######## block 1 ########
Block 1, congestion heat map:
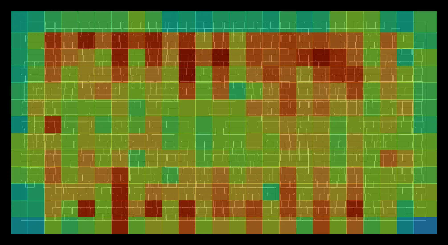

==> src/rtl/adder_tree_arbiter.sv <==
// Round-robin front end sharing one pipelined adder tree between REQ_NUM requesters.
// Optional issue counter output enabled by defining ADDER_TREE_ARB_ISSUE_CNT_EN.
module adder_tree_arbiter #(
  parameter int unsigned REQ_NUM         = 4,
  parameter int unsigned LAYER_NUM       = 4,
  parameter int unsigned MIN_ADDER_WIDTH = 8,
  parameter int unsigned TREE_LATENCY    = 4,
  localparam int unsigned DIN_W  = (2 ** (LAYER_NUM - 1)) * MIN_ADDER_WIDTH,
  localparam int unsigned DOUT_W = LAYER_NUM + MIN_ADDER_WIDTH,
  localparam int unsigned ID_W   = $clog2(REQ_NUM)
) (
  input  logic                       clk,
  input  logic                       rst,
  input  logic                       en,
  input  logic [REQ_NUM-1:0]         req_valid,
  output logic [REQ_NUM-1:0]         req_ready,
  input  logic [REQ_NUM*DIN_W-1:0]   req_data,
  output logic [DIN_W-1:0]           tree_din,
  input  logic [DOUT_W-1:0]          tree_dout,
  output logic [REQ_NUM-1:0]         rsp_valid,
  output logic [ID_W-1:0]            rsp_id,
  output logic [DOUT_W-1:0]          rsp_data
`ifdef ADDER_TREE_ARB_ISSUE_CNT_EN
  ,
  output logic [31:0]                issue_cnt
`endif
);

  localparam int unsigned TAG_N = TREE_LATENCY + 1;
  localparam logic [REQ_NUM-1:0] ONE_HOT0 = REQ_NUM'(1);
  localparam logic [ID_W-1:0] LAST_ID = ID_W'(REQ_NUM - 1);

  logic [ID_W-1:0]    ptr_q, ptr_d;
  logic [DIN_W-1:0]   tree_din_q, tree_din_d;
  logic [TAG_N-1:0]   tag_vld_q, tag_vld_d;
  logic [ID_W-1:0]    tag_id_q [TAG_N];
  logic [ID_W-1:0]    tag_id_d [TAG_N];
  logic [REQ_NUM-1:0] rsp_valid_q, rsp_valid_d;
  logic [ID_W-1:0]    rsp_id_q, rsp_id_d;
  logic [DOUT_W-1:0]  rsp_data_q, rsp_data_d;

  logic               win_found;
  logic [ID_W-1:0]    win_idx;
  logic               issue;

  // Round-robin scan starting at the pointer, wrapping modulo REQ_NUM
  always_comb begin
    int unsigned idx;
    logic [ID_W-1:0] cand;
    win_found = 1'b0;
    win_idx   = '0;
    idx       = 0;
    cand      = '0;
    for (int unsigned i = 0; i < REQ_NUM; i++) begin
      idx = int'(ptr_q) + i;
      if (idx >= REQ_NUM) begin
        idx = idx - REQ_NUM;
      end
      cand = ID_W'(idx);
      if (!win_found && req_valid[cand]) begin
        win_found = 1'b1;
        win_idx   = cand;
      end
    end
  end

  assign issue     = en && win_found && !rst;
  assign req_ready = issue ? (ONE_HOT0 << win_idx) : '0;

  // Issue path: pointer advance, operand register, tag insertion
  always_comb begin
    ptr_d      = ptr_q;
    tree_din_d = '0;
    if (issue) begin
      ptr_d = (win_idx == LAST_ID) ? '0 : win_idx + ID_W'(1);
      for (int unsigned i = 0; i < REQ_NUM; i++) begin
        if (ID_W'(i) == win_idx) begin
          tree_din_d = req_data[i*DIN_W +: DIN_W];
        end
      end
    end
  end

  // Tag pipeline tracks requester IDs alongside the tree, no stall
  always_comb begin
    tag_vld_d   = {tag_vld_q[TAG_N-2:0], issue};
    tag_id_d[0] = win_idx;
    for (int unsigned i = 1; i < TAG_N; i++) begin
      tag_id_d[i] = tag_id_q[i-1];
    end
  end

  // Response capture when the oldest tag lines up with tree_dout
  always_comb begin
    rsp_valid_d = '0;
    rsp_id_d    = rsp_id_q;
    rsp_data_d  = rsp_data_q;
    if (tag_vld_q[TAG_N-1]) begin
      rsp_valid_d = ONE_HOT0 << tag_id_q[TAG_N-1];
      rsp_id_d    = tag_id_q[TAG_N-1];
      rsp_data_d  = tree_dout;
    end
  end

  always_ff @(posedge clk or posedge rst) begin
    if (rst) begin
      ptr_q       <= '0;
      tree_din_q  <= '0;
      tag_vld_q   <= '0;
      for (int unsigned i = 0; i < TAG_N; i++) begin
        tag_id_q[i] <= '0;
      end
      rsp_valid_q <= '0;
      rsp_id_q    <= '0;
      rsp_data_q  <= '0;
    end else begin
      ptr_q       <= ptr_d;
      tree_din_q  <= tree_din_d;
      tag_vld_q   <= tag_vld_d;
      for (int unsigned i = 0; i < TAG_N; i++) begin
        tag_id_q[i] <= tag_id_d[i];
      end
      rsp_valid_q <= rsp_valid_d;
      rsp_id_q    <= rsp_id_d;
      rsp_data_q  <= rsp_data_d;
    end
  end

  assign tree_din  = tree_din_q;
  assign rsp_valid = rsp_valid_q;
  assign rsp_id    = rsp_id_q;
  assign rsp_data  = rsp_data_q;

`ifdef ADDER_TREE_ARB_ISSUE_CNT_EN
  logic [31:0] issue_cnt_q, issue_cnt_d;

  // Saturating count of accepted issues
  always_comb begin
    issue_cnt_d = issue_cnt_q;
    if (issue && (issue_cnt_q != '1)) begin
      issue_cnt_d = issue_cnt_q + 32'd1;
    end
  end

  always_ff @(posedge clk or posedge rst) begin
    if (rst) begin
      issue_cnt_q <= '0;
    end else begin
      issue_cnt_q <= issue_cnt_d;
    end
  end

  assign issue_cnt = issue_cnt_q;
`endif

endmodule

==> config.mk <==
export PLATFORM = sky130hd
export DESIGN_NAME = adder_tree_arbiter
export DESIGN_NICKNAME = d
export VERILOG_FILES = /design/src/rtl/adder_tree_arbiter.sv
export SDC_FILE = /design/constraint.sdc
export NUM_CORES = 1
export LEC_CHECK = 0
export ABC_CLOCK_PERIOD_IN_PS = 9400
export CAP_MARGIN = 10
export CORE_ASPECT_RATIO = 0.5
export CORE_MARGIN = 4
export CORE_UTILIZATION = 39
export CTS_CLUSTER_DIAMETER = 80
export DETAILED_ROUTE_END_ITERATION = 6
export PLACE_DENSITY = 0.86
export SETUP_SLACK_MARGIN = 0.5
export SYNTH_ARGS = -nofsm -noshare
export SYNTH_HDL_FRONTEND = slang
export SYNTH_SLANG_ARGS = --single-unit
==> constraint.sdc <==
create_clock -name clk -period 9.4 [get_ports clk]
set_input_delay 1.88 -clock clk [delete_from_list [all_inputs] [get_ports clk]]
set_output_delay 1.88 -clock clk [all_outputs]
set_load 0.01 [all_outputs]
######## block 2 ########
===== config.mk =====
export PLATFORM = sky130hd
export DESIGN_NAME = dec_fpr_wb_arb
export DESIGN_NICKNAME = d
export VERILOG_FILES = /design/src/rtl/dec_fpr_pkg.sv /design/src/rtl/dec_fpr_wb_fifo.sv /design/src/rtl/dec_fpr_wb_arb.sv
export SDC_FILE = /design/constraint.sdc
export NUM_CORES = 1
export LEC_CHECK = 0
export CAP_MARGIN = 10
export CORE_MARGIN = 2
export CORE_UTILIZATION = 55
export DETAILED_ROUTE_END_ITERATION = 12
export DONT_BUFFER_PORTS = 1
export PLACE_DENSITY = 0.68
export SLEW_MARGIN = 10
export SYNTH_ARGS = -nofsm -noshare
export SYNTH_HDL_FRONTEND = slang
export SYNTH_SLANG_ARGS = --single-unit

===== constraint.sdc =====
create_clock -name clk -period 10.63 [get_ports clk]
set_input_delay 3.189 -clock clk [delete_from_list [all_inputs] [get_ports clk]]
set_output_delay 3.189 -clock clk [all_outputs]
set_load 0.03 [all_outputs]

===== src/rtl/dec_fpr_pkg.sv =====
// Shared types for the FP register-file write-side controller:
// writeback record, bank-switch FSM states and the default FP width.
package dec_fpr_pkg;

  localparam int FLEN = 64;

  typedef struct packed {
    logic [4:0]      waddr;
    logic [FLEN-1:0] wd;
  } fpr_wb_t;

  typedef enum logic [1:0] {
    BANK_IDLE   = 2'd0,
    BANK_DRAIN  = 2'd1,
    BANK_SWITCH = 2'd2,
    BANK_DONE   = 2'd3
  } bank_state_e;

endpackage


===== src/rtl/dec_fpr_wb_fifo.sv =====
// Long-latency writeback FIFO: up to two pushes and two pops per cycle,
// exposes the head and the entry behind it plus occupancy/free counts.
module dec_fpr_wb_fifo #(
  parameter int DEPTH = 4,
  parameter int CW    = $clog2(DEPTH) + 1
) (
  input  logic                    clk,
  input  logic                    rst,
  input  logic                    push0_en,
  input  dec_fpr_pkg::fpr_wb_t    push0_data,
  input  logic                    push1_en,
  input  dec_fpr_pkg::fpr_wb_t    push1_data,
  input  logic [1:0]              pop_cnt,
  output dec_fpr_pkg::fpr_wb_t    head,
  output dec_fpr_pkg::fpr_wb_t    head_nxt,
  output logic [CW-1:0]           count,
  output logic [CW-1:0]           free
);
  import dec_fpr_pkg::*;

  localparam int AW = $clog2(DEPTH);

  fpr_wb_t       mem_r [DEPTH];
  logic [AW-1:0] rd_ptr_r;
  logic [AW-1:0] wr_ptr_r;
  logic [CW-1:0] count_r;
  logic [1:0]    push_n_s;

  assign push_n_s = {1'b0, push0_en} + {1'b0, push1_en};
  assign head     = mem_r[rd_ptr_r];
  assign head_nxt = mem_r[rd_ptr_r + AW'(1'b1)];
  assign count    = count_r;
  assign free     = CW'(DEPTH) - count_r;

  // Pointer and occupancy update; pointers wrap naturally (DEPTH is 2^n).
  always_ff @(posedge clk or posedge rst) begin
    if (rst) begin
      rd_ptr_r <= {AW{1'b0}};
      wr_ptr_r <= {AW{1'b0}};
      count_r  <= {CW{1'b0}};
    end else begin
      rd_ptr_r <= rd_ptr_r + AW'(pop_cnt);
      wr_ptr_r <= wr_ptr_r + AW'(push_n_s);
      count_r  <= count_r - CW'(pop_cnt) + CW'(push_n_s);
    end
  end

  // Entry storage; push1 is only ever used together with push0.
  always_ff @(posedge clk) begin
    if (push0_en) begin
      mem_r[wr_ptr_r] <= push0_data;
    end
    if (push1_en) begin
      mem_r[wr_ptr_r + AW'(1'b1)] <= push1_data;
    end
  end

endmodule


===== src/rtl/dec_fpr_wb_arb.sv =====
// FP register-file write arbiter: merges pipe, divide and load writebacks
// onto two registered write ports and sequences FPR bank switches.
module dec_fpr_wb_arb #(
  parameter int FLEN           = dec_fpr_pkg::FLEN,
  parameter int DEPTH          = 4,
  parameter int FPR_BANKS_LOG2 = 1
) (
  input  logic                      clk,
  input  logic                      rst,
  input  logic                      p0_wen,
  input  logic [4:0]                p0_waddr,
  input  logic [FLEN-1:0]           p0_wd,
  input  logic                      p1_wen,
  input  logic [4:0]                p1_waddr,
  input  logic [FLEN-1:0]           p1_wd,
  input  logic                      div_valid,
  input  logic [4:0]                div_waddr,
  input  logic [FLEN-1:0]           div_wd,
  output logic                      div_ready,
  input  logic                      ld_valid,
  input  logic [4:0]                ld_waddr,
  input  logic [FLEN-1:0]           ld_wd,
  output logic                      ld_ready,
  input  logic                      bank_sw_req,
  input  logic [FPR_BANKS_LOG2-1:0] bank_sw_id,
  output logic                      bank_sw_done,
  output logic                      wen0,
  output logic [4:0]                waddr0,
  output logic [FLEN-1:0]           wd0,
  output logic                      wen1,
  output logic [4:0]                waddr1,
  output logic [FLEN-1:0]           wd1,
  output logic                      wen_bank_id,
  output logic [FPR_BANKS_LOG2-1:0] wr_bank_id,
  output logic                      busy
);
  import dec_fpr_pkg::*;

  localparam int CW = $clog2(DEPTH) + 1;

  bank_state_e               state_r, state_s;
  logic [FPR_BANKS_LOG2-1:0] bank_id_r;
  fpr_wb_t                   head_s, nxt_s, push0_data_s, push1_data_s, sel0_s, sel1_s;
  logic [CW-1:0]             cnt_s, free_s, free_after_s;
  logic [1:0]                pop_cnt_s;
  logic                      p0_go_s, p1_go_s, head_go_s, nxt_go_s, head_to_p1_s;
  logic                      sel0_v_s, sel1_v_s, idle_s, ld_push_s, div_push_s;

  dec_fpr_wb_fifo #(.DEPTH(DEPTH), .CW(CW)) u_fifo (
    .clk        (clk),
    .rst        (rst),
    .push0_en   (ld_push_s | div_push_s),
    .push0_data (push0_data_s),
    .push1_en   (ld_push_s & div_push_s),
    .push1_data (push1_data_s),
    .pop_cnt    (pop_cnt_s),
    .head       (head_s),
    .head_nxt   (nxt_s),
    .count      (cnt_s),
    .free       (free_s)
  );

  assign idle_s = (state_r == BANK_IDLE);
  assign busy   = (cnt_s != {CW{1'b0}}) || !idle_s;

  // Port selection: pipes own their port; FIFO head/next fill idle ports
  // in order, never duplicating an address already issued this cycle.
  always_comb begin
    p1_go_s      = p1_wen && (p1_waddr != 5'd0);
    p0_go_s      = p0_wen && (p0_waddr != 5'd0) && !(p1_go_s && (p1_waddr == p0_waddr));
    head_go_s    = 1'b0;
    nxt_go_s     = 1'b0;
    head_to_p1_s = 1'b0;
    if ((cnt_s != {CW{1'b0}}) && !(p0_go_s && (head_s.waddr == p0_waddr))
        && !(p1_go_s && (head_s.waddr == p1_waddr))) begin
      if (!p0_go_s) begin
        head_go_s = 1'b1;
        if (!p1_go_s && (cnt_s >= CW'(2'd2)) && (nxt_s.waddr != head_s.waddr)) begin
          nxt_go_s = 1'b1;
        end else begin
          nxt_go_s = 1'b0;
        end
      end else if (!p1_go_s) begin
        head_go_s    = 1'b1;
        head_to_p1_s = 1'b1;
      end else begin
        head_go_s = 1'b0;
      end
    end else begin
      head_go_s = 1'b0;
    end
    pop_cnt_s = {1'b0, head_go_s} + {1'b0, nxt_go_s};

    sel0_v_s = p0_go_s || (head_go_s && !head_to_p1_s);
    if (p0_go_s) begin
      sel0_s = '{waddr: p0_waddr, wd: p0_wd};
    end else begin
      sel0_s = head_s;
    end
    sel1_v_s = p1_go_s || head_to_p1_s || nxt_go_s;
    if (p1_go_s) begin
      sel1_s = '{waddr: p1_waddr, wd: p1_wd};
    end else if (head_to_p1_s) begin
      sel1_s = head_s;
    end else begin
      sel1_s = nxt_s;
    end
  end

  // Push acceptance counts this cycle's pops first; load enqueues ahead of divide.
  always_comb begin
    free_after_s = free_s + CW'(pop_cnt_s);
    ld_ready     = idle_s && (free_after_s >= CW'(1'b1));
    if (ld_valid) begin
      div_ready = idle_s && (free_after_s >= CW'(2'd2));
    end else begin
      div_ready = idle_s && (free_after_s >= CW'(1'b1));
    end
    ld_push_s    = ld_valid && ld_ready && (ld_waddr != 5'd0);
    div_push_s   = div_valid && div_ready && (div_waddr != 5'd0);
    push1_data_s = '{waddr: div_waddr, wd: div_wd};
    if (ld_push_s) begin
      push0_data_s = '{waddr: ld_waddr, wd: ld_wd};
    end else begin
      push0_data_s = push1_data_s;
    end
  end

  // Bank-switch next state: drain waits until nothing is queued or in flight.
  always_comb begin
    state_s = state_r;
    case (state_r)
      BANK_IDLE: begin
        if (bank_sw_req) state_s = BANK_DRAIN;
        else             state_s = BANK_IDLE;
      end
      BANK_DRAIN: begin
        if ((cnt_s == {CW{1'b0}}) && !p0_wen && !p1_wen && !wen0 && !wen1) state_s = BANK_SWITCH;
        else                                                                state_s = BANK_DRAIN;
      end
      BANK_SWITCH: state_s = BANK_DONE;
      BANK_DONE:   state_s = BANK_IDLE;
      default:     state_s = BANK_IDLE;
    endcase
  end

  // Bank FSM state, captured target id and the bank strobes.
  always_ff @(posedge clk or posedge rst) begin
    if (rst) begin
      state_r      <= BANK_IDLE;
      bank_id_r    <= {FPR_BANKS_LOG2{1'b0}};
      wen_bank_id  <= 1'b0;
      wr_bank_id   <= {FPR_BANKS_LOG2{1'b0}};
      bank_sw_done <= 1'b0;
    end else begin
      state_r <= state_s;
      if (idle_s && bank_sw_req) bank_id_r <= bank_sw_id;
      wen_bank_id <= (state_s == BANK_SWITCH);
      if (state_s == BANK_SWITCH) wr_bank_id <= bank_id_r;
      bank_sw_done <= (state_s == BANK_DONE);
    end
  end

  // Registered regfile write ports; address/data hold when the port is idle.
  always_ff @(posedge clk or posedge rst) begin
    if (rst) begin
      wen0   <= 1'b0;
      waddr0 <= 5'd0;
      wd0    <= {FLEN{1'b0}};
      wen1   <= 1'b0;
      waddr1 <= 5'd0;
      wd1    <= {FLEN{1'b0}};
    end else begin
      wen0 <= sel0_v_s;
      wen1 <= sel1_v_s;
      if (sel0_v_s) begin
        waddr0 <= sel0_s.waddr;
        wd0    <= sel0_s.wd;
      end
      if (sel1_v_s) begin
        waddr1 <= sel1_s.waddr;
        wd1    <= sel1_s.wd;
      end
    end
  end

endmodule


######## block 3 ########
`src/rtl/adc_sampler.sv`:
```
// adc_sampler: multi-channel ADC capture with a programmable sample rate,
// 2^AVG_LOG2 box-car averaging and a channel-tagged valid/ready output stream.
module adc_sampler #(
  parameter int unsigned NUM_CH   = 2,
  parameter int unsigned DATA_W   = 8,
  parameter int unsigned AVG_LOG2 = 2,
  parameter int unsigned DIV_W    = 16,
  localparam int unsigned CH_W    = (NUM_CH > 1) ? $clog2(NUM_CH) : 1
) (
  input  logic                     clk,
  input  logic                     rst,
  input  logic                     enable,
  input  logic [DIV_W-1:0]         sample_div,
  input  logic [NUM_CH*DATA_W-1:0] ch_data,
  output logic                     out_valid,
  input  logic                     out_ready,
  output logic [CH_W-1:0]          out_ch,
  output logic [DATA_W-1:0]        out_data,
  output logic                     overrun,
  input  logic                     clr_overrun
);

  localparam int unsigned ACC_W     = DATA_W + AVG_LOG2;
  localparam int unsigned SC_W      = (AVG_LOG2 > 0) ? AVG_LOG2 : 1;
  localparam int unsigned LAST_SAMP = (1 << AVG_LOG2) - 1;

  typedef enum logic {
    IDLE = 1'b0,
    SEND = 1'b1
  } state_t;

  state_t             state;
  logic [DIV_W-1:0]   div_cnt;
  logic [SC_W-1:0]    samp_cnt;
  logic [ACC_W-1:0]   acc       [NUM_CH];
  logic [DATA_W-1:0]  frame_buf [NUM_CH];

  logic               tick_c;
  logic               frame_done_c;
  logic               last_ch_c;
  logic [CH_W-1:0]    next_ch_c;
  logic [ACC_W-1:0]   sum_c     [NUM_CH];
  logic [DATA_W-1:0]  avg_c     [NUM_CH];

  assign tick_c       = enable && (div_cnt == sample_div);
  assign frame_done_c = tick_c && (samp_cnt == SC_W'(LAST_SAMP));
  assign last_ch_c    = (out_ch == CH_W'(NUM_CH - 1));
  assign next_ch_c    = out_ch + CH_W'(1);

  // Running sum including the sample on the current tick, and its truncated mean
  always_comb begin
    for (int k = 0; k < NUM_CH; k++) begin
      sum_c[k] = acc[k] + ACC_W'(ch_data[k*DATA_W +: DATA_W]);
      avg_c[k] = DATA_W'(sum_c[k] >> AVG_LOG2);
    end
  end

  // Sample-rate prescaler; sample_div compared live every cycle
  always_ff @(posedge clk or negedge rst) begin
    if (!rst) begin
      div_cnt <= '0;
    end else if (!enable || tick_c) begin
      div_cnt <= '0;
    end else begin
      div_cnt <= div_cnt + DIV_W'(1);
    end
  end

  // Accumulators; a disabled or completed frame restarts from zero
  always_ff @(posedge clk or negedge rst) begin
    if (!rst) begin
      samp_cnt <= '0;
      for (int k = 0; k < NUM_CH; k++) acc[k] <= '0;
    end else if (!enable) begin
      samp_cnt <= '0;
      for (int k = 0; k < NUM_CH; k++) acc[k] <= '0;
    end else if (tick_c) begin
      if (frame_done_c) begin
        samp_cnt <= '0;
        for (int k = 0; k < NUM_CH; k++) acc[k] <= '0;
      end else begin
        samp_cnt <= samp_cnt + SC_W'(1);
        for (int k = 0; k < NUM_CH; k++) acc[k] <= sum_c[k];
      end
    end
  end

  // Output FSM: a frame is only accepted from IDLE; otherwise it is dropped
  always_ff @(posedge clk or negedge rst) begin
    if (!rst) begin
      state     <= IDLE;
      out_valid <= 1'b0;
      out_ch    <= '0;
      out_data  <= '0;
      overrun   <= 1'b0;
      for (int k = 0; k < NUM_CH; k++) frame_buf[k] <= '0;
    end else begin
      if (frame_done_c && (state == SEND)) begin
        overrun <= 1'b1;
      end else if (clr_overrun) begin
        overrun <= 1'b0;
      end

      case (state)
        IDLE: begin
          if (frame_done_c) begin
            for (int k = 0; k < NUM_CH; k++) frame_buf[k] <= avg_c[k];
            out_ch    <= '0;
            out_data  <= avg_c[0];
            out_valid <= 1'b1;
            state     <= SEND;
          end
        end
        SEND: begin
          if (out_ready) begin
            if (last_ch_c) begin
              out_valid <= 1'b0;
              state     <= IDLE;
            end else begin
              out_ch   <= next_ch_c;
              out_data <= frame_buf[next_ch_c];
            end
          end
        end
        default: begin
          out_valid <= 1'b0;
          state     <= IDLE;
        end
      endcase
    end
  end

endmodule

```
`config.mk`:
```
export PLATFORM = sky130hd
export DESIGN_NAME = adc_sampler
export DESIGN_NICKNAME = d
export VERILOG_FILES = /design/src/rtl/adc_sampler.sv
export SDC_FILE = /design/constraint.sdc
export NUM_CORES = 1
export LEC_CHECK = 0
export CAP_MARGIN = 20
export CORE_MARGIN = 1.5
export CORE_UTILIZATION = 55
export DETAILED_ROUTE_END_ITERATION = 7
export GPL_TIMING_DRIVEN = 1
export PLACE_DENSITY = 0.87
export SYNTH_ARGS = -nofsm -noshare
export SYNTH_HDL_FRONTEND = slang
export SYNTH_SLANG_ARGS = --single-unit
```
`constraint.sdc`:
```
create_clock -name clk -period 2.8 [get_ports clk]
set_input_delay 0.28 -clock clk [delete_from_list [all_inputs] [get_ports clk]]
set_output_delay 0.28 -clock clk [all_outputs]
set_load 0.005 [all_outputs]
```
######## block 4 ########
File: src/rtl/stereo_pkg.sv
// Shared constants and FSM state type for the census disparity search.
// Latency: n/a (declarations only).
// Backpressure: n/a.
package stereo_pkg;
  localparam int CENSUS_W = 20;
  localparam int MAX_DISP = 16;
  localparam int DISP_W   = 4;
  localparam int CNT_W    = 5;

  typedef enum logic [1:0] {IDLE, ISSUE, DRAIN, DONE} state_t;
endpackage

File: src/rtl/census_popcount_pipe.sv
// Two-stage registered popcount of a census XOR vector with valid and disparity tag.
// Latency: 2 cycles from in_valid to out_valid.
// Backpressure: none; the pipe always advances.
module census_popcount_pipe
  import stereo_pkg::*;
(
  input  logic                clk,
  input  logic                reset,
  input  logic                in_valid,
  input  logic [DISP_W-1:0]   in_tag,
  input  logic [CENSUS_W-1:0] in_vec,
  output logic                out_valid,
  output logic [DISP_W-1:0]   out_tag,
  output logic [CNT_W-1:0]    out_cnt
);
  localparam int NIB   = (CENSUS_W + 3) / 4;
  localparam int PAD_W = NIB * 4;

  // Bit count of one nibble: pairwise subtract trick, then add the two pair counts.
  function automatic logic [2:0] nib_count(input logic [3:0] n);
    logic [3:0] p;
    p = n - ((n >> 1) & 4'b0101);
    return {1'b0, p[1:0]} + {1'b0, p[3:2]};
  endfunction

  logic [PAD_W-1:0]        vec_pad;
  logic [NIB-1:0][2:0]     nib_cnt_d;
  logic [NIB-1:0][2:0]     s1_cnt;
  logic                    s1_valid;
  logic [DISP_W-1:0]       s1_tag;
  logic [CNT_W-1:0]        sum_d;

  assign vec_pad = PAD_W'(in_vec);

  // Stage 1 combinational: per-nibble counts.
  always_comb begin
    nib_cnt_d = '0;
    for (int i = 0; i < NIB; i++) begin
      nib_cnt_d[i] = nib_count(vec_pad[i*4 +: 4]);
    end
  end

  // Stage 1 register: nibble counts plus valid/tag.
  always_ff @(posedge clk or posedge reset) begin
    if (reset) begin
      s1_valid <= 1'b0;
      s1_tag   <= '0;
      s1_cnt   <= '0;
    end else begin
      s1_valid <= in_valid;
      s1_tag   <= in_tag;
      s1_cnt   <= nib_cnt_d;
    end
  end

  // Stage 2 combinational: fold the nibble counts into one cost.
  always_comb begin
    sum_d = '0;
    for (int i = 0; i < NIB; i++) begin
      sum_d = sum_d + CNT_W'(s1_cnt[i]);
    end
  end

  // Stage 2 register: final cost plus valid/tag.
  always_ff @(posedge clk or posedge reset) begin
    if (reset) begin
      out_valid <= 1'b0;
      out_tag   <= '0;
      out_cnt   <= '0;
    end else begin
      out_valid <= s1_valid;
      out_tag   <= s1_tag;
      out_cnt   <= sum_d;
    end
  end
endmodule

File: src/rtl/census_disparity_scheduler.sv
// Searches all disparities for one left census vector and returns the min-cost disparity.
// Latency: result_valid first high in the 19th cycle after the accept cycle (MAX_DISP+3).
// Backpressure: result held in DONE until result_ready; start_ready only in IDLE.
// Optional feature macro: CENSUS_AMBIG_EN adds the best_ambig output.
module census_disparity_scheduler
  import stereo_pkg::*;
(
  input  logic                         clk,
  input  logic                         reset,
  input  logic                         start_valid,
  output logic                         start_ready,
  input  logic [CENSUS_W-1:0]          left_census,
  input  logic [MAX_DISP*CENSUS_W-1:0] right_window,
  output logic                         result_valid,
  input  logic                         result_ready,
  output logic [DISP_W-1:0]            best_disp,
  output logic [CNT_W-1:0]             best_cost,
  output logic                         busy
`ifdef CENSUS_AMBIG_EN
  ,
  output logic                         best_ambig
`endif
);
  localparam logic [DISP_W-1:0] LAST_D = DISP_W'(MAX_DISP - 1);

  state_t                       state_q, state_d;
  logic [CENSUS_W-1:0]          left_q;
  logic [MAX_DISP*CENSUS_W-1:0] right_q;
  logic [DISP_W-1:0]            d_q;
  logic                         drain_q;
  logic [DISP_W-1:0]            best_disp_q;
  logic [CNT_W-1:0]             best_cost_q;
  logic                         ambig_q;

  logic                         pipe_in_valid;
  logic [CENSUS_W-1:0]          pipe_in_vec;
  logic                         pipe_out_valid;
  logic [DISP_W-1:0]            pipe_out_tag;
  logic [CNT_W-1:0]             pipe_out_cnt;

  // State register.
  always_ff @(posedge clk or posedge reset) begin
    if (reset) state_q <= IDLE;
    else       state_q <= state_d;
  end

  // Next-state logic; DRAIN waits out the two pipe stages.
  always_comb begin
    state_d = state_q;
    case (state_q)
      IDLE:    if (start_valid)   state_d = ISSUE;
      ISSUE:   if (d_q == LAST_D) state_d = DRAIN;
      DRAIN:   if (drain_q)       state_d = DONE;
      DONE:    if (result_ready)  state_d = IDLE;
      default:                    state_d = IDLE;
    endcase
  end

  // Job capture, issue counter and drain counter.
  always_ff @(posedge clk or posedge reset) begin
    if (reset) begin
      left_q  <= '0;
      right_q <= '0;
      d_q     <= '0;
      drain_q <= 1'b0;
    end else begin
      case (state_q)
        IDLE: begin
          if (start_valid) begin
            left_q  <= left_census;
            right_q <= right_window;
            d_q     <= '0;
          end
        end
        ISSUE: begin
          drain_q <= 1'b0;
          if (d_q != LAST_D) d_q <= d_q + 1'b1;
        end
        DRAIN:   drain_q <= 1'b1;
        default: ;
      endcase
    end
  end

  assign pipe_in_valid = (state_q == ISSUE);
  assign pipe_in_vec   = left_q ^ right_q[d_q*CENSUS_W +: CENSUS_W];

  census_popcount_pipe u_pipe (
    .clk       (clk),
    .reset     (reset),
    .in_valid  (pipe_in_valid),
    .in_tag    (d_q),
    .in_vec    (pipe_in_vec),
    .out_valid (pipe_out_valid),
    .out_tag   (pipe_out_tag),
    .out_cnt   (pipe_out_cnt)
  );

  // Running minimum: tag 0 seeds, strict less-than keeps the lowest disparity on ties.
  always_ff @(posedge clk or posedge reset) begin
    if (reset) begin
      best_disp_q <= '0;
      best_cost_q <= '0;
      ambig_q     <= 1'b0;
    end else if (pipe_out_valid) begin
      if (pipe_out_tag == '0 || pipe_out_cnt < best_cost_q) begin
        best_disp_q <= pipe_out_tag;
        best_cost_q <= pipe_out_cnt;
        ambig_q     <= 1'b0;
      end else if (pipe_out_cnt == best_cost_q) begin
        ambig_q     <= 1'b1;
      end
    end
  end

  assign start_ready  = (state_q == IDLE);
  assign busy         = (state_q != IDLE);
  assign result_valid = (state_q == DONE);
  assign best_disp    = best_disp_q;
  assign best_cost    = best_cost_q;

`ifdef CENSUS_AMBIG_EN
  assign best_ambig = ambig_q;
`else
  logic unused_ambig;
  assign unused_ambig = ambig_q;
`endif
endmodule
File: config.mk
export PLATFORM = sky130hd
export DESIGN_NAME = census_disparity_scheduler
export DESIGN_NICKNAME = d
export VERILOG_FILES = /design/src/rtl/stereo_pkg.sv /design/src/rtl/census_popcount_pipe.sv /design/src/rtl/census_disparity_scheduler.sv
export SDC_FILE = /design/constraint.sdc
export NUM_CORES = 1
export LEC_CHECK = 0
export ABC_AREA = 0
export CORE_ASPECT_RATIO = 0.7
export CORE_MARGIN = 3
export CORE_UTILIZATION = 43
export DETAILED_ROUTE_END_ITERATION = 10
export GPL_TIMING_DRIVEN = 0
export HOLD_SLACK_MARGIN = 0.02
export PLACE_DENSITY = 0.77
export SLEW_MARGIN = 0
export SYNTH_ARGS = -nofsm -noshare
export SYNTH_HDL_FRONTEND = slang
export SYNTH_SLANG_ARGS = --single-unit
export TNS_END_PERCENT = 30
File: constraint.sdc
create_clock -name clk -period 38.9 [get_ports clk]
set_input_delay 5.835 -clock clk [delete_from_list [all_inputs] [get_ports clk]]
set_output_delay 5.835 -clock clk [all_outputs]
set_load 0.01 [all_outputs]
Block 3, I/O pins on the die edge:
Drawn at 3 px/um. Pins as bars across the die edge, other pins in grey.
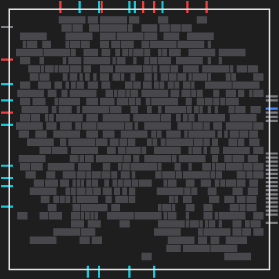
legend:
  cyan:
    port: ch_data
    pins: 16
    direction: input
    edge: 7 left, 5 top, 4 bottom
  blue:
    port: out_ready
    pins: 1
    direction: input
    edge: right
  red:
    port: out_data
    pins: 8
    direction: output
    edge: 6 top, 2 left
Die Wd: 86.3 um
number of buffers inserted by port buffering: 47

==> impl_metrics.csv, block 3 <==
group,metric,value,unit
outcome,outcome,"completed",
cells_and_area,clk_share,0.0333,
clock_tree,cts-buffers-inserted,9,
routing,vias,2989,
yosys,postSynthCellCount,368,
floorplanning,floorplan.core_util,0.564,
critical_path,worstSetupPathType,"reg -> reg",
yosys,xor_area_frac,0.0919,
yosys,synth.logic.top_family,"AND-OR/OR-AND gates",
global_routing,globalRouteOverflowTotal,0,
cells_and_area,seq_area_frac,0.360,
yosys,synth-adder-area-share,0.0696,
cells_and_area,largestClassByArea,"combinational gates",
critical_path,crit_fanout,7,
power,sw_frac_of_total,0.247,
power,power_per_cell_area,392,nW/um2
clock_tree,post_cts_setup_repair_bufs,0,
cells_and_area,area_share_nonclk_buffers,0.118,
cells_and_area,area_delta_synth_final,18.4,%
power,dominant_power_group,"registers",
floorplanning,ioPinCount,48,
yosys,synth.yosys.warnings,0,
timing,unrepaired_setup_endpoints_after_global_routing,"false",
yosys,numSynthFlops,65,
timing,timing.final.setup_violations,0,
floorplanning,dieArea,7440,um2
power,sequentialPower,947,uW
## block 3: cell usage in the layout (no fill, tap or decap), drive strengths merged, types with 5 or more instances in the layout
cell type	synthesis	final
xor2	15	15
nand4	8	8
clkbuf	9	10
nand3	13	13
xnor2	25	25
ha	18	18
nand2	20	20
buf	7	7
nor3	7	7
nor2	22	22
clkdlybuf4s50	0	46
mux2	18	18
a22o	13	13
o22ai	5	5
a21oi	11	11
o21ai	18	18
mux2i	8	8
dfrtp	65	65
o31ai	6	6
nor2b	5	5
and2	5	5
and3	5	5
inv	16	16
## block 3: worst max-delay path: stages (launching register included)
cell and delay [ns]:
sky130_fd_sc_hd__dfrtp_1 0.38, sky130_fd_sc_hd__ha_1 0.19, sky130_fd_sc_hd__inv_1 0.07, sky130_fd_sc_hd__fa_1 0.20, sky130_fd_sc_hd__nor2b_1 0.07, sky130_fd_sc_hd__o31ai_1 0.68, sky130_fd_sc_hd__a21boi_0 0.26, sky130_fd_sc_hd__o21a_1 0.24
sky130_fd_sc_hd__o31ai_1 0.23
## block 3: layer usage
metal | vias to the layer above | part of all wire
met4 | 0 | 0.017
met5 | - | 0
met2 | 104 | 0.47
li1 | 1433 | -
met3 | 14 | 0.064
met1 | 1438 | 0.45
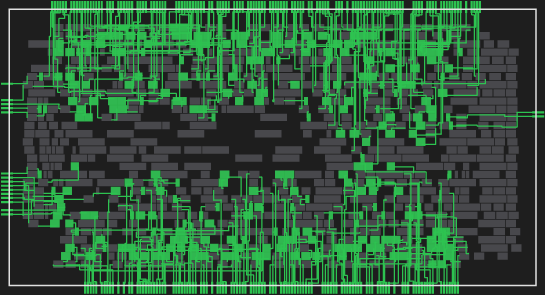
Block 1: I/O nets highlighted
Drawn at 3 px/um.
legend:
  green:
    port: req_data
    direction: input
    edge: 129 top, 110 bottom, 15 left, 2 right
    end_cells: 256
    buffers: 256
    wire: 7770 um
ports placed on the boundary: 361
number of buffers inserted by port buffering: 360

Notes on 'congestion heat map' of block 1 above:
detailed-route wire length per cell: 21.1 um
met2 track utilization from global routing: 0.442
share of the core filled with cells in the final layout: 0.689

==> impl_metrics.csv, block 1 <==
group,metric,value,unit
outcome,outcome,"completed",
cells_and_area,stdcell_count,1041,
yosys,yosysTopAreaCellShare,0.455,
yosys,synth.yosys.warnings,0,
critical_path,setup.worst_path.start,"req_valid[2]",
timing,clock.fmax,0.147,GHz
floorplanning,floorplan.core_util,0.401,
clock_tree,post_cts.resized_instances,0,
routing,detail-route-antenna-nets,0,
global_routing,grt_start_max_net_pins,70,
critical_path,critical_path_depth,6,
yosys,synthTopCellsByArea,"sky130_fd_sc_hd__dfrtp_1, sky130_fd_sc_hd__and3b_1, sky130_fd_sc_hd__o221ai_1, sky130_fd_sc_hd__a21o_1, sky130_fd_sc_hd__a21oi_2",
timing,timing.final.crit_share,0.723,
yosys,ys_cells,526,
routing,vias,5601,
clock_tree,tritoncts,"yes",
floorplanning,floorplan.die.height,91.6,um
power,dominant_power_group,"combinational logic",
critical_path,worstSetupPathType,"in -> out",
power,cell_int_power,1.11,mW
global_routing,grt_use_total,0.262,
cells_and_area,drive_gt1_frac,0.0907,
floorplanning,dieArea,16000,um2
yosys,synthMostInstantiatedCell,"sky130_fd_sc_hd__dfrtp_1",
routing,drt_iter0_markers,332,
yosys,area_of_the_mapped_netlist,5450,um2
cells_and_area,area_delta_synth_final,72.0,%
critical_path,timing.rr.start,"ptr_q[1]",
yosys,synth_async_sr_flop_share,1.00,
timing,worst-slew-pin-transition,1.20,ns
yosys,yosys.area.top_type,"sky130_fd_sc_hd__dfrtp_1",
yosys,numSynthFlops,99,
timing,slew_violations,0,
critical_path,crit_path_end_kind,"output port",
critical_path,worst_setup_ep,"req_ready[0]",
cells_and_area,finish.net_count,1123,
place,placed_cells,1025,
floorplanning,die_wd,175,um
yosys,syn-num-nets,805,
floorplanning,num_rows,30,
[block 1: cells by family after synthesis]
family	share of synthesized area
flip-flops	0.455
buffers and inverters	0.0595
AND-OR/OR-AND	0.282
AND/OR/NAND/NOR	0.163
adder cells (fa/ha/maj)	0.00919
multiplexers	0.0315
[block 1: final cells by class]
type	count	area (um2)	share of cell area
Tap cell	192	240	0.0256
Clock buffer	9	225	0.0240
Sequential cell	99	2480	0.264
Multi-Input combinational cell	361	2670	0.285
Timing Repair Buffer	366	3650	0.390
Clock inverter	7	80.1	0.00855
Inverter	7	28.8	0.00307
[block 1: cell usage in the layout (no fill, tap or decap), drive strengths merged]
master / count
clkdlybuf4s50: 360
dfrtp: 99
a21oi: 66
nand2: 65
o221ai: 65
and3b: 65
a21o: 64
mux2: 14
inv: 10
clkbuf: 9
buf: 6
ha: 4
nor2: 3
clkinv: 3
and2: 2
o21ai: 1
mux2i: 1
a21boi: 1
or3b: 1
nand2b: 1
nor4: 1
or2: 1
a2bb2oi: 1
o21a: 1
o22ai: 1
nor3b: 1
o22a: 1
and3: 1
clkinvlp: 1
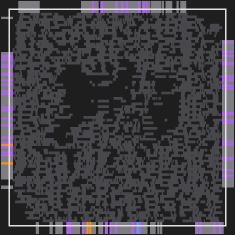
Block 2: I/O pins on the die edge
Drawn at 1 px/um. Pins as bars across the die edge, other pins in grey.
legend:
  purple:
    port: p0_wd
    pins: 64
    direction: input
    edge: 20 right, 20 left, 14 bottom, 10 top
  cyan:
    port: wen0
    pins: 1
    direction: output
    edge: bottom
  orange:
    port: ld_waddr
    pins: 5
    direction: input
    edge: 3 left, 2 bottom
all pins by edge: 117 bottom, 109 top, 108 right, 96 left
Die Wd: 215 um
number of buffers inserted by port buffering: 0
height of the die: 215 um

==> impl_metrics.csv, block 2 <==
group,metric,value,unit
cells_and_area,finish.net_count,2362,
run,max_cap_violations,0,
cells_and_area,insertedDiodeCount,2,
yosys,synth-adder-area-share,0.00655,
timing,max_slew_margin,0.167,
yosys,syn-num-nets,2457,
power,ir_drop,0.189,mV
timing,slew_violations,0,
clock_tree,clock_tree.htree_level_count,2,
clock_tree,cts.path.max_buffers,3,
yosys,ys_sh_simple,0.104,
floorplanning,dieArea,46200,um2
clock_tree,tritoncts,"yes",
floorplanning,floorplan.core_util,0.556,
cells_and_area,seq_area_frac,0.460,
global_routing,grt_start_max_net_pins,97,
critical_path,cp_slowest_cell,"sky130_fd_sc_hd__or4_1",
cells_and_area,nMultiInputCombCells,1534,
critical_path,worstSetupPathType,"in -> out",
critical_path,reg2reg_to,"u_fifo.mem_r[0][26]",
timing,finalHoldWorstSlack,0.478,ns
clock_tree,post_cts.resized_instances,0,
yosys,synth.avg_cell_area,11.3,um2
critical_path,critical_path_depth,15,
cells_and_area,clk_share,0.0578,
critical_path,timing.rr.start,"u_fifo.rd_ptr_r[0]",
outcome,outcome,"completed",
place,placed_cells,2609,
block 2: stage by stage:
step | utilization | setup WS (ns)
global route | 0.598 | 0.676
detailed placement | 0.563 | 0.848
floorplan | - | 0.359
global placement | 0.563 | 0.914
CTS | 0.598 | 0.841
finish | 0.598 | 0.818
block 2: how the worst min path moves through the flow:
stage | cells past startpoint | start | slack [ns] | to
2_1_floorplan | 2 | bank_id_r | 0.43 | wr_bank_id
3_3_place_gp | 2 | bank_id_r | 0.45 | wr_bank_id
3_5_place_dp | 2 | bank_id_r | 0.45 | wr_bank_id
4_1_cts | 2 | bank_id_r | 0.48 | wr_bank_id
5_1_grt | 2 | bank_id_r | 0.50 | wr_bank_id
6_report | 2 | bank_id_r | 0.48 | wr_bank_id
block 2: routing by layer:
layer	routed length, um	GRT usage	vias up
li1	-	-	7948
met1	28800	0.383	9037
met2	35000	0.517	828
met3	7190	0.0994	184
met4	2530	0.126	6
met5	37	0	-
block 2: where the power goes:
part           switching (mW)  internal (mW)
Clock                   0.685          0.936
Sequential              0.812           2.16
Combinational            1.43          0.856
Block 4, signal wires by layer:
Drawn at 1.5 px/um.
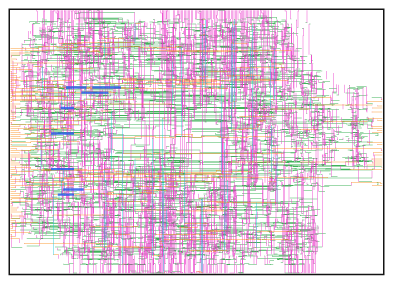
legend:
  green:
    layer: M1
    wire_length: 23.0 mm
  blue:
    layer: M5
    wire_length: 102 um
  cyan:
    layer: M4
    wire_length: 1550 um
  orange:
    layer: M3
    wire_length: 4390 um
  magenta:
    layer: M2
    wire_length: 26.9 mm
total routed wirelength: 56000 um
Total GRT Usage: 0.253
detailed-route wire length per cell: 27.4 um

Block 4, congestion heat map:
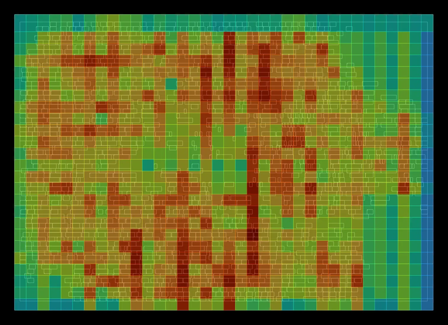
met1 demand-to-capacity share in global routing: 0.327
routing layer with the top usage in global route: met2
share of the core filled with cells in the final layout: 0.580

==> impl_metrics.csv, block 4 <==
group,metric,value,unit
timing,setup_total_negative_slack,0,ns
critical_path,worstRegToRegCells,14,
run,max_cap_violations,0,
critical_path,worst_setup_ep,"busy",
routing,via_per_inst,5.52,
critical_path,critical_path.startpoint_type,"flip-flop",
yosys,synth.yosys.warnings,0,
clock_tree,worstSkewPairLatency,0.55,ns
clock_tree,tritoncts,"yes",
yosys,synth_async_sr_flop_share,1.00,
critical_path,cp_slowest_cell,"sky130_fd_sc_hd__clkdlybuf4s50_1",
clock_tree,post_cts_setup_repair_bufs,0,
power,clock_power_share,0.181,
floorplanning,die_wd,249,um
worst_hold_path,timing.hold.worst.class,"reg -> reg",
cells_and_area,layout.filler_cells,3206,
clock_tree,cts_root_buffer,"sky130_fd_sc_hd__clkbuf_16",
yosys,yosys-stat-area,17700,um2
routing,detail-route-antenna-nets,0,
clock_tree,clkSinkCount,386,
global_routing,groute.layer.met3.usage,0.0793,
critical_path,cp_slowest_stage_delay,0.53,ns
yosys,area_of_the_mapped_netlist,17700,um2
timing,finalHoldViolations,0,
outcome,outcome,"completed",
[block 4: area by class of cell]
type,count,area (um2),share of cell area
well taps,535,669,0.0287
clock inverters,12,139,0.00596
plain buffers,64,322,0.0138
clock buffers,54,1140,0.0490
multi-input cells,601,7620,0.327
diodes,5,12.5,0.000537
repair buffers,357,3610,0.155
inverters,31,124,0.00532
flip-flops and latches,386,9660,0.415
[block 4: state kept, by name, summed over array words and instances, names as in the netlist]
signal / flops
u_pipe.s1_tag: 4
u_pipe.s1_valid: 1
u_pipe.out_tag: 4
d_q: 4
left_q: 20
u_pipe.s1_cnt: 15
best_disp: 4
best_cost: 5
u_pipe.out_valid: 1
drain_q: 1
state_q: 2
right_q: 320
u_pipe.out_cnt: 5
[block 4: through the flow]
| step | area [um2] | instances | utilization | hold WS [ns] |
|---|---|---|---|---|
| 5_1_grt | 23300 | 2044 | 0.580 | 0.358 |
| 4_1_cts | 23300 | 2040 | 0.580 | 0.350 |
| 3_5_place_dp | 22000 | 1974 | 0.548 | 0.335 |
| 6_report | 23300 | 2045 | 0.580 | 0.348 |
| 3_3_place_gp | 21900 | 1972 | 0.546 | 0.333 |
| 2_1_floorplan | 17700 | 1082 | - | 0.331 |

==> notes/layouts.md <==
Pictures saved along the way, in no particular order.

Register map, names as in the netlist.
(a)
Drawn at 2 px/um. Other sequential cells in the stronger grey, the rest of the logic in the fainter grey.
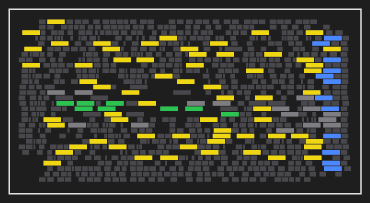
(b)
Drawn at 3 px/um. Other sequential cells in the stronger grey, the rest of the logic in the fainter grey.
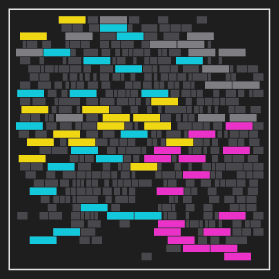
(c)
Drawn at 1 px/um. Other sequential cells in the stronger grey, the rest of the logic in the fainter grey.
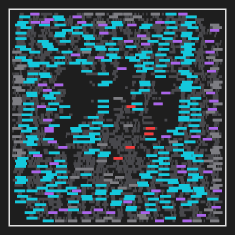
(d)
Drawn at 1 px/um. Other sequential cells in the stronger grey, the rest of the logic in the fainter grey.
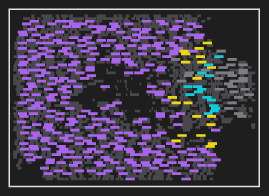
The one with the fewest cells is (b).
The one with the most cells is (c).
| from | picture |
|---|---|
| block 4 | (d) |
| block 1 | (a) |
| block 3 | (b) |
| block 2 | (c) |



==> gallery <==
Signal wires by layer.
panel A
Drawn at 4 px/um.
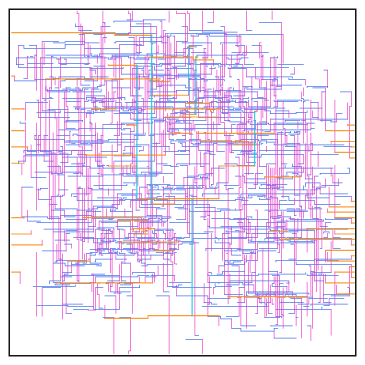
panel B
Drawn at 3 px/um.
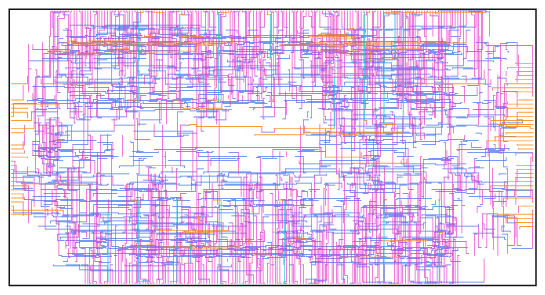
panel C
Drawn at 1.5 px/um.
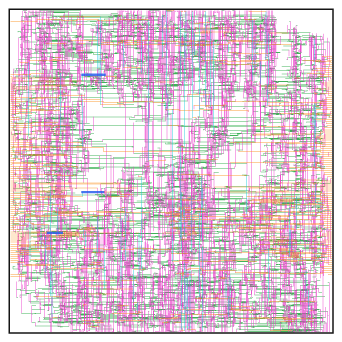
panel C -> block 2
panel B -> block 1
panel A -> block 3

Key to panel C:
legend:
  cyan:
    layer: M4
    wire_length: 2530 um
  magenta:
    layer: M2
    wire_length: 35.0 mm
  orange:
    layer: M3
    wire_length: 7190 um
  green:
    layer: M1
    wire_length: 28.8 mm
  blue:
    layer: M5
    wire_length: 37.7 um

Power figures rest on the tool's default switching activity, not on a simulated workload.
